# telemetry_framer

### src/rtl/telemetry_pkg.sv
// telemetry_pkg
// Shared definitions for the telemetry downlink framer and the ground-side
// deframer: FSM state encoding and the default frame sync word.
package telemetry_pkg;

  // Frame FSM states. The byte order on the wire follows the state order:
  // sync0, sync1, sequence number, payload bytes, checksum.
  typedef enum logic [2:0] {
    ST_IDLE    = 3'd0,
    ST_SYNC0   = 3'd1,
    ST_SYNC1   = 3'd2,
    ST_SEQ     = 3'd3,
    ST_PAYLOAD = 3'd4,
    ST_CHK     = 3'd5
  } frame_state_e;

  // Default two-byte sync word that opens every frame.
  localparam logic [7:0] DEFAULT_SYNC0 = 8'hEB;
  localparam logic [7:0] DEFAULT_SYNC1 = 8'h90;

endpackage : telemetry_pkg

### src/rtl/telemetry_framer.sv
// telemetry_framer
// Wraps a byte stream from a telemetry source into fixed-length frames
// (SYNC0, SYNC1, SEQ, PAYLOAD_LEN payload bytes, CHK) and hands them to a
// UART transmitter over a valid/ready byte interface. Frames start only
// while the orbit-control transmit window (tx_enable) is open and data is
// waiting; once started, a frame always runs to completion.
//
// Ports:
//   clk         system clock (only clock)
//   reset       synchronous active-high reset
//   tx_enable   transmit window open
//   data_in     payload byte from the source
//   data_valid  data_in valid
//   data_ready  framer accepts data_in this cycle
//   uart_data   byte to the UART
//   uart_valid  uart_data valid
//   uart_ready  UART accepts uart_data this cycle
//   busy        framer is not idle
//   frame_count completed frames since reset (saturating)
module telemetry_framer
  import telemetry_pkg::*;
#(
  parameter int         PAYLOAD_LEN = 16,
  parameter logic [7:0] SYNC0       = DEFAULT_SYNC0,
  parameter logic [7:0] SYNC1       = DEFAULT_SYNC1
) (
  input  logic        clk,
  input  logic        reset,
  input  logic        tx_enable,
  input  logic [7:0]  data_in,
  input  logic        data_valid,
  output logic        data_ready,
  output logic [7:0]  uart_data,
  output logic        uart_valid,
  input  logic        uart_ready,
  output logic        busy,
  output logic [15:0] frame_count
);

  // Index of the last payload byte; the transfer of this byte ends PAYLOAD.
  localparam logic [7:0] LAST_IDX = 8'(PAYLOAD_LEN - 1);

  frame_state_e state_q, state_d;
  logic [7:0]   seq_q, seq_d;
  logic [7:0]   chk_q, chk_d;
  logic [7:0]   cnt_q, cnt_d;
  logic [15:0]  fc_q, fc_d;

  always_ff @(posedge clk) begin
    if (reset) begin
      state_q <= ST_IDLE;
      seq_q   <= 8'h00;
      chk_q   <= 8'h00;
      cnt_q   <= 8'h00;
      fc_q    <= 16'h0000;
    end else begin
      state_q <= state_d;
      seq_q   <= seq_d;
      chk_q   <= chk_d;
      cnt_q   <= cnt_d;
      fc_q    <= fc_d;
    end
  end

  always_comb begin
    state_d    = state_q;
    seq_d      = seq_q;
    chk_d      = chk_q;
    cnt_d      = cnt_q;
    fc_d       = fc_q;
    uart_valid = 1'b0;
    uart_data  = 8'h00;
    data_ready = 1'b0;

    case (state_q)
      ST_IDLE: begin
        // Only start when a payload byte is already waiting, so a frame is
        // never opened on an empty source.
        if (tx_enable && data_valid) begin
          state_d = ST_SYNC0;
        end
      end

      ST_SYNC0: begin
        uart_valid = 1'b1;
        uart_data  = SYNC0;
        if (uart_ready) state_d = ST_SYNC1;
      end

      ST_SYNC1: begin
        uart_valid = 1'b1;
        uart_data  = SYNC1;
        if (uart_ready) state_d = ST_SEQ;
      end

      ST_SEQ: begin
        uart_valid = 1'b1;
        uart_data  = seq_q;
        if (uart_ready) begin
          // The checksum covers seq, so it seeds the accumulator.
          chk_d   = seq_q;
          cnt_d   = 8'h00;
          state_d = ST_PAYLOAD;
        end
      end

      ST_PAYLOAD: begin
        // Zero-latency pass-through: the source sees the UART's ready
        // directly, and an underrun simply stalls the frame.
        uart_valid = data_valid;
        uart_data  = data_in;
        data_ready = uart_ready;
        if (data_valid && uart_ready) begin
          chk_d = chk_q + data_in;
          if (cnt_q == LAST_IDX) begin
            cnt_d   = 8'h00;
            state_d = ST_CHK;
          end else begin
            cnt_d = cnt_q + 8'h01;
          end
        end
      end

      ST_CHK: begin
        uart_valid = 1'b1;
        uart_data  = chk_q;
        if (uart_ready) begin
          state_d = ST_IDLE;
          seq_d   = seq_q + 8'h01;
          fc_d    = (fc_q == 16'hFFFF) ? fc_q : fc_q + 16'h0001;
        end
      end

      default: begin
        state_d = ST_IDLE;
      end
    endcase
  end

  assign busy        = (state_q != ST_IDLE);
  assign frame_count = fc_q;

endmodule : telemetry_framer

### config.mk
export PLATFORM = sky130hd
export DESIGN_NAME = telemetry_framer
export DESIGN_NICKNAME = d
export VERILOG_FILES = /design/src/rtl/telemetry_pkg.sv /design/src/rtl/telemetry_framer.sv
export SDC_FILE = /design/constraint.sdc
export NUM_CORES = 1
export LEC_CHECK = 0
export CAP_MARGIN = 20
export CORE_UTILIZATION = 58
export DETAILED_ROUTE_END_ITERATION = 8
export PLACE_DENSITY = 0.9
export SYNTH_ARGS = -nofsm -noshare
export SYNTH_HDL_FRONTEND = slang
export SYNTH_SLANG_ARGS = --single-unit
### constraint.sdc
create_clock -name clk -period 5.3 [get_ports clk]
set_input_delay 0.795 -clock clk [delete_from_list [all_inputs] [get_ports clk]]
set_output_delay 0.795 -clock clk [all_outputs]
set_load 0.01 [all_outputs]
# ifu_flat

File: config.mk
export PLATFORM = sky130hd
export DESIGN_NAME = ifu_flat
export DESIGN_NICKNAME = d
export VERILOG_FILES = /design/src/rtl/ifu_if.sv /design/src/rtl/ifu.sv /design/src/flat_wrapper.sv
export SDC_FILE = /design/constraint.sdc
export NUM_CORES = 1
export LEC_CHECK = 0
export CORE_MARGIN = 2
export CORE_UTILIZATION = 39
export CTS_CLUSTER_SIZE = 10
export DETAILED_ROUTE_END_ITERATION = 10
export PLACE_DENSITY = 0.82
export SLEW_MARGIN = 20
export SYNTH_ARGS = -nofsm -noshare
export SYNTH_HDL_FRONTEND = slang
export SYNTH_SLANG_ARGS = --single-unit
File: constraint.sdc
create_clock -name clk -period 2.3 [get_ports clk]
set_clock_uncertainty 0.15 [all_clocks]
set_input_delay 0.46 -clock clk [delete_from_list [all_inputs] [get_ports clk]]
set_output_delay 0.46 -clock clk [all_outputs]
set_load 0.02 [all_outputs]
File: src/rtl/ifu_if.sv
// Instruction-memory read channel between the fetch unit and memory.
// Carries the AXI4-Lite-style AR and R signals only; the fetch unit has no write side.
interface ifu_if #(
    parameter int unsigned WIDTH = 32
);
    logic [WIDTH-1:0] araddr;
    logic             arvalid;
    logic             arready;
    logic [31:0]      rdata;
    logic [1:0]       rresp;
    logic             rvalid;
    logic             rready;

    modport master (
        output araddr, arvalid, rready,
        input  arready, rdata, rresp, rvalid
    );

    modport slave (
        input  araddr, arvalid, rready,
        output arready, rdata, rresp, rvalid
    );
endinterface

File: src/rtl/ifu.sv
// Instruction fetch unit: one outstanding read per PC update, with the result
// handed to decode over a valid/ready handshake.
module ifu #(
    parameter int unsigned WIDTH       = 32,
    parameter bit          RESET_FETCH = 1'b1
) (
    input  logic             clk,
    input  logic             rst,
    input  logic [WIDTH-1:0] pc,
    input  logic             pc_update,
    ifu_if.master            bus,
    output logic [31:0]      inst,
    output logic [WIDTH-1:0] inst_pc,
    output logic             inst_fault,
    output logic             inst_valid,
    input  logic             inst_ready,
    output logic             busy
);

    typedef enum logic [2:0] {StIdle, StAddr, StData, StFault, StHold} state_e;

    state_e           state_q, state_d;
    logic             boot_q, boot_d;
    logic             run_q;
    logic [WIDTH-1:0] araddr_q, araddr_d;
    logic [31:0]      inst_q, inst_d;
    logic [WIDTH-1:0] inst_pc_q, inst_pc_d;
    logic             inst_fault_q, inst_fault_d;

    always_comb begin
        state_d      = state_q;
        boot_d       = boot_q;
        araddr_d     = araddr_q;
        inst_d       = inst_q;
        inst_pc_d    = inst_pc_q;
        inst_fault_d = inst_fault_q;
        unique case (state_q)
            StIdle: begin
                // run_q holds off the first launch until one edge after reset release.
                if (run_q && (pc_update || boot_q)) begin
                    boot_d    = 1'b0;
                    araddr_d  = pc;
                    inst_pc_d = pc;
                    if (pc[1:0] != 2'b00) begin
                        inst_d       = 32'h0;
                        inst_fault_d = 1'b1;
                        state_d      = StFault;
                    end else begin
                        state_d = StAddr;
                    end
                end
            end
            StAddr: begin
                if (bus.arready) begin
                    state_d = StData;
                end
            end
            StData: begin
                if (bus.rvalid) begin
                    inst_fault_d = (bus.rresp != 2'b00);
                    inst_d       = (bus.rresp == 2'b00) ? bus.rdata : 32'h0;
                    state_d      = StHold;
                end
            end
            // Misaligned fetch: one bus-free cycle so the fault shows with fixed latency.
            StFault: begin
                state_d = StHold;
            end
            StHold: begin
                if (inst_ready) begin
                    state_d = StIdle;
                end
            end
            default: begin
                state_d = StIdle;
            end
        endcase
    end

    always_ff @(posedge clk or negedge rst) begin
        if (!rst) begin
            state_q      <= StIdle;
            boot_q       <= RESET_FETCH;
            run_q        <= 1'b0;
            araddr_q     <= '0;
            inst_q       <= 32'h0;
            inst_pc_q    <= '0;
            inst_fault_q <= 1'b0;
        end else begin
            state_q      <= state_d;
            boot_q       <= boot_d;
            run_q        <= 1'b1;
            araddr_q     <= araddr_d;
            inst_q       <= inst_d;
            inst_pc_q    <= inst_pc_d;
            inst_fault_q <= inst_fault_d;
        end
    end

    assign bus.araddr  = araddr_q;
    assign bus.arvalid = (state_q == StAddr);
    assign bus.rready  = (state_q == StData);
    assign inst_valid  = (state_q == StHold);
    assign busy        = (state_q != StIdle);
    assign inst        = inst_q;
    assign inst_pc     = inst_pc_q;
    assign inst_fault  = inst_fault_q;

endmodule
File: src/flat_wrapper.sv
// flat-port wrapper written by rule: the top's interface ports become plain ports
module ifu_flat 
#(
    parameter int unsigned WIDTH       = 32,
    parameter bit          RESET_FETCH = 1'b1
)
  (clk, rst, pc, pc_update, inst, inst_pc, inst_fault, inst_valid, inst_ready, busy, bus_araddr, bus_arvalid, bus_rready, bus_arready, bus_rdata, bus_rresp, bus_rvalid);
  ifu_if #(.WIDTH(WIDTH)) bus_i ();
  input  logic clk;
  input  logic rst;
  input  logic [WIDTH-1:0] pc;
  input  logic pc_update;
  output logic [31:0] inst;
  output logic [WIDTH-1:0] inst_pc;
  output logic inst_fault;
  output logic inst_valid;
  input  logic inst_ready;
  output logic busy;
  output wire logic [$bits(bus_i.araddr)-1:0] bus_araddr;
  output wire logic [$bits(bus_i.arvalid)-1:0] bus_arvalid;
  output wire logic [$bits(bus_i.rready)-1:0] bus_rready;
  input wire logic [$bits(bus_i.arready)-1:0] bus_arready;
  input wire logic [$bits(bus_i.rdata)-1:0] bus_rdata;
  input wire logic [$bits(bus_i.rresp)-1:0] bus_rresp;
  input wire logic [$bits(bus_i.rvalid)-1:0] bus_rvalid;
  assign bus_araddr = bus_i.araddr;
  assign bus_arvalid = bus_i.arvalid;
  assign bus_rready = bus_i.rready;
  assign bus_i.arready = bus_arready;
  assign bus_i.rdata = bus_rdata;
  assign bus_i.rresp = bus_rresp;
  assign bus_i.rvalid = bus_rvalid;
  ifu #(.WIDTH(WIDTH), .RESET_FETCH(RESET_FETCH)) u_core (.clk(clk), .rst(rst), .pc(pc), .pc_update(pc_update), .bus(bus_i), .inst(inst), .inst_pc(inst_pc), .inst_fault(inst_fault), .inst_valid(inst_valid), .inst_ready(inst_ready), .busy(busy));
endmodule
==> ifu_flat/ff_map.png <==
Bar = 20 um.
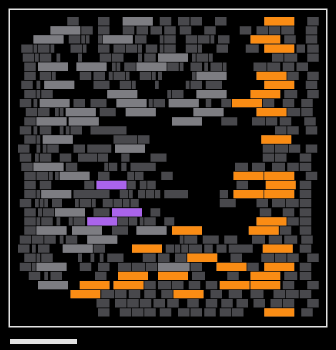
Key: `u_core.state_q` = purple [placed flops 3]; `u_core.bus.araddr` = orange [placed flops 32]

==> ifu_flat/clock_wires.png <==
Bar = 20 um.
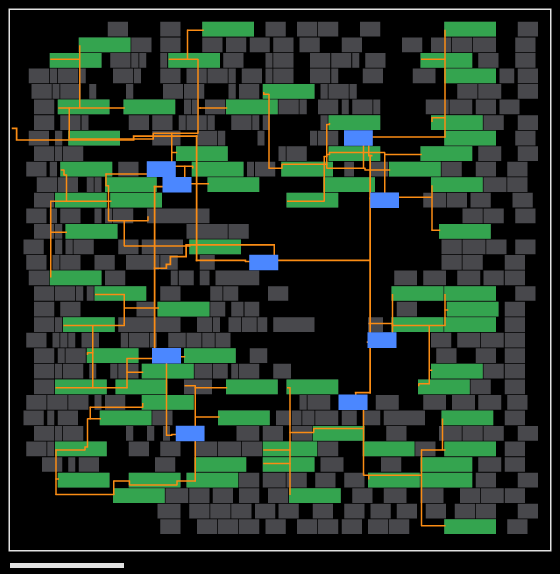
Key: clock-net drivers = blue [count 9]; clock wires = orange [length 852 um]; flip-flops = green [count 70]
Position of the flops: widely spread. There are 10 routed clock nets.

==> impl.org, ifu_flat <==
* Flow results

** Outcome
- The run finished with clean final reports.

** Final layout
- According to the finish report, the design has a final net count of 490.
- Most frequent logic cells in the routed design :: clkdlybuf4s50_1, dfrtp_1, inv_1, nand2_1, mux2i_1
- Fraction of final layout cells sized beyond drive strength 1 :: 13.9%
- Register area :: 1750 um2

** Die
- The chip occupies 8930 um2.

** Timing
- The worst path meets setup with 0.145 ns of slack.
- The final timing report lists a hold violation count of 0.

** Route
- The first detailed-routing pass ran for 4 iterations.
- The detailed router used layers up to and including met4.

** Synth
- Area leader, netlist :: dfrtp_1

** Clocking
- The registers of the reported paths see a clock transition of 0.08 ns.
- PostCTS Resize Cnt :: 4

** GRT
- The first global-routing pass estimated 11.6 mm of wire.

** Worst setup path
- WP depth :: 4

** Power
- Fraction of power consumed by sequential logic :: 29.3%

** Worst hold path
- End point of the worst hold path :: u_core.boot_q
==> telemetry_framer/clock_wires.png <==
Bar = 20 um.
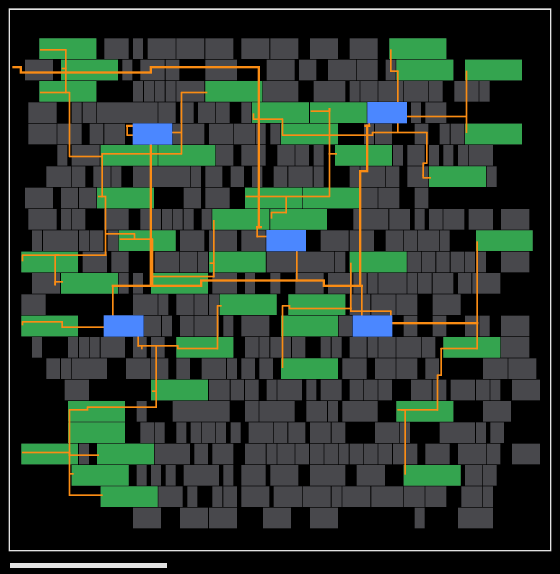
Key: clock-net drivers = blue [count 5]; flip-flops = green [count 43]; clock wires = orange [length 515 um]
Position of the flops: widely spread.
clock tree skew after final layout: 0.00916 ns
power share of the clock group: 33.0%

==> impl.org, telemetry_framer <==
* Flow results

** Die
- Rows :: 23
- The overall die size recorded for this design is 4740 um2.
- The floorplan report lists the tap cell count as 50.

** Power
- Power attributed to the clock group :: 206 uW
- In this run the VDD rail shows a maximum IR drop of 0.000170 V.
- The analysis attributes to cell leakage a power of 1.13 nW.
- Total power normalized to cell area comes to 204 nW/um2.

** Worst setup path
- The launch point of the critical path was reported as state_q[2].
- Kind of critical path :: flop to output pin
- Worst path buffer plus inverter count :: 2
- Reg2Reg Setup Slack :: 2.98 ns
- The largest individual stage delay along the critical path comes from the cell nor3_2.
- STA classifies the critical path endpoint as an output pin.
- Crit path largest cell delay :: 0.75 ns

** Timing
- The worst-case max-slew headroom was logged as 38.7%.
- Slew at the pin closest to its max-slew limit :: 0.914 ns
- Unrepaired setup endpoints after global routing :: false
- Share of the cycle needed by the critical path after routing :: 65.4%
- The critical path in the final layout is reported with a setup slack of 1.84 ns.

** Final layout
- The fraction of cell area in sequential cells is reported as 28.2%.
- Clk tree area frac :: 2.78%
- Cell class ranked first by area :: combinational gates
- Fraction of final layout cells sized beyond drive strength 1 :: 3.95%

** Route
- For this block, the initial DRC count from the detailed router was 249.
- After detailed routing, the average wire length per cell comes to 15.1 um.
- Met1 wire length :: 2.67 mm
- The routed layout has 2453 vias.
- Total wire length after detailed routing :: 6.09 mm

** Synth
- Yosys printed 0 warnings.
- Cell count after synthesis :: 322

** Place
- The placement stage leaves a total instance area of 2970 um2.
- Including well taps, the total number of placed cells is 396.
- Dpl ws :: 2.20 ns
- Placer congestion estimate :: 0.872

** GRT
- Looking at the global route congestion table, the highest-usage layer is met2.
- Met2 usage :: 45.3%
- For this run, global-route usage on met3 was measured as 6.41%.

** Job
- Tool warnings :: 26

** Clocking
- Looking at the post-CTS report, the setup buffer insertion count equals 0.

** Outcome
- The run finished with clean final reports.


==> screenshots <==
Routing congestion.
image #1
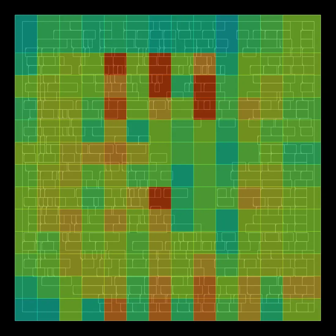
image #2
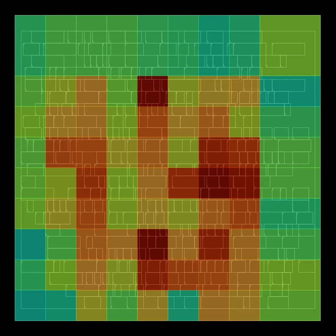
- highest track usage: image #2
- highest utilization: image #2
- ifu_flat = image #1
- telemetry_framer = image #2

No activity file was given, so power comes from the tool's default toggle rates.
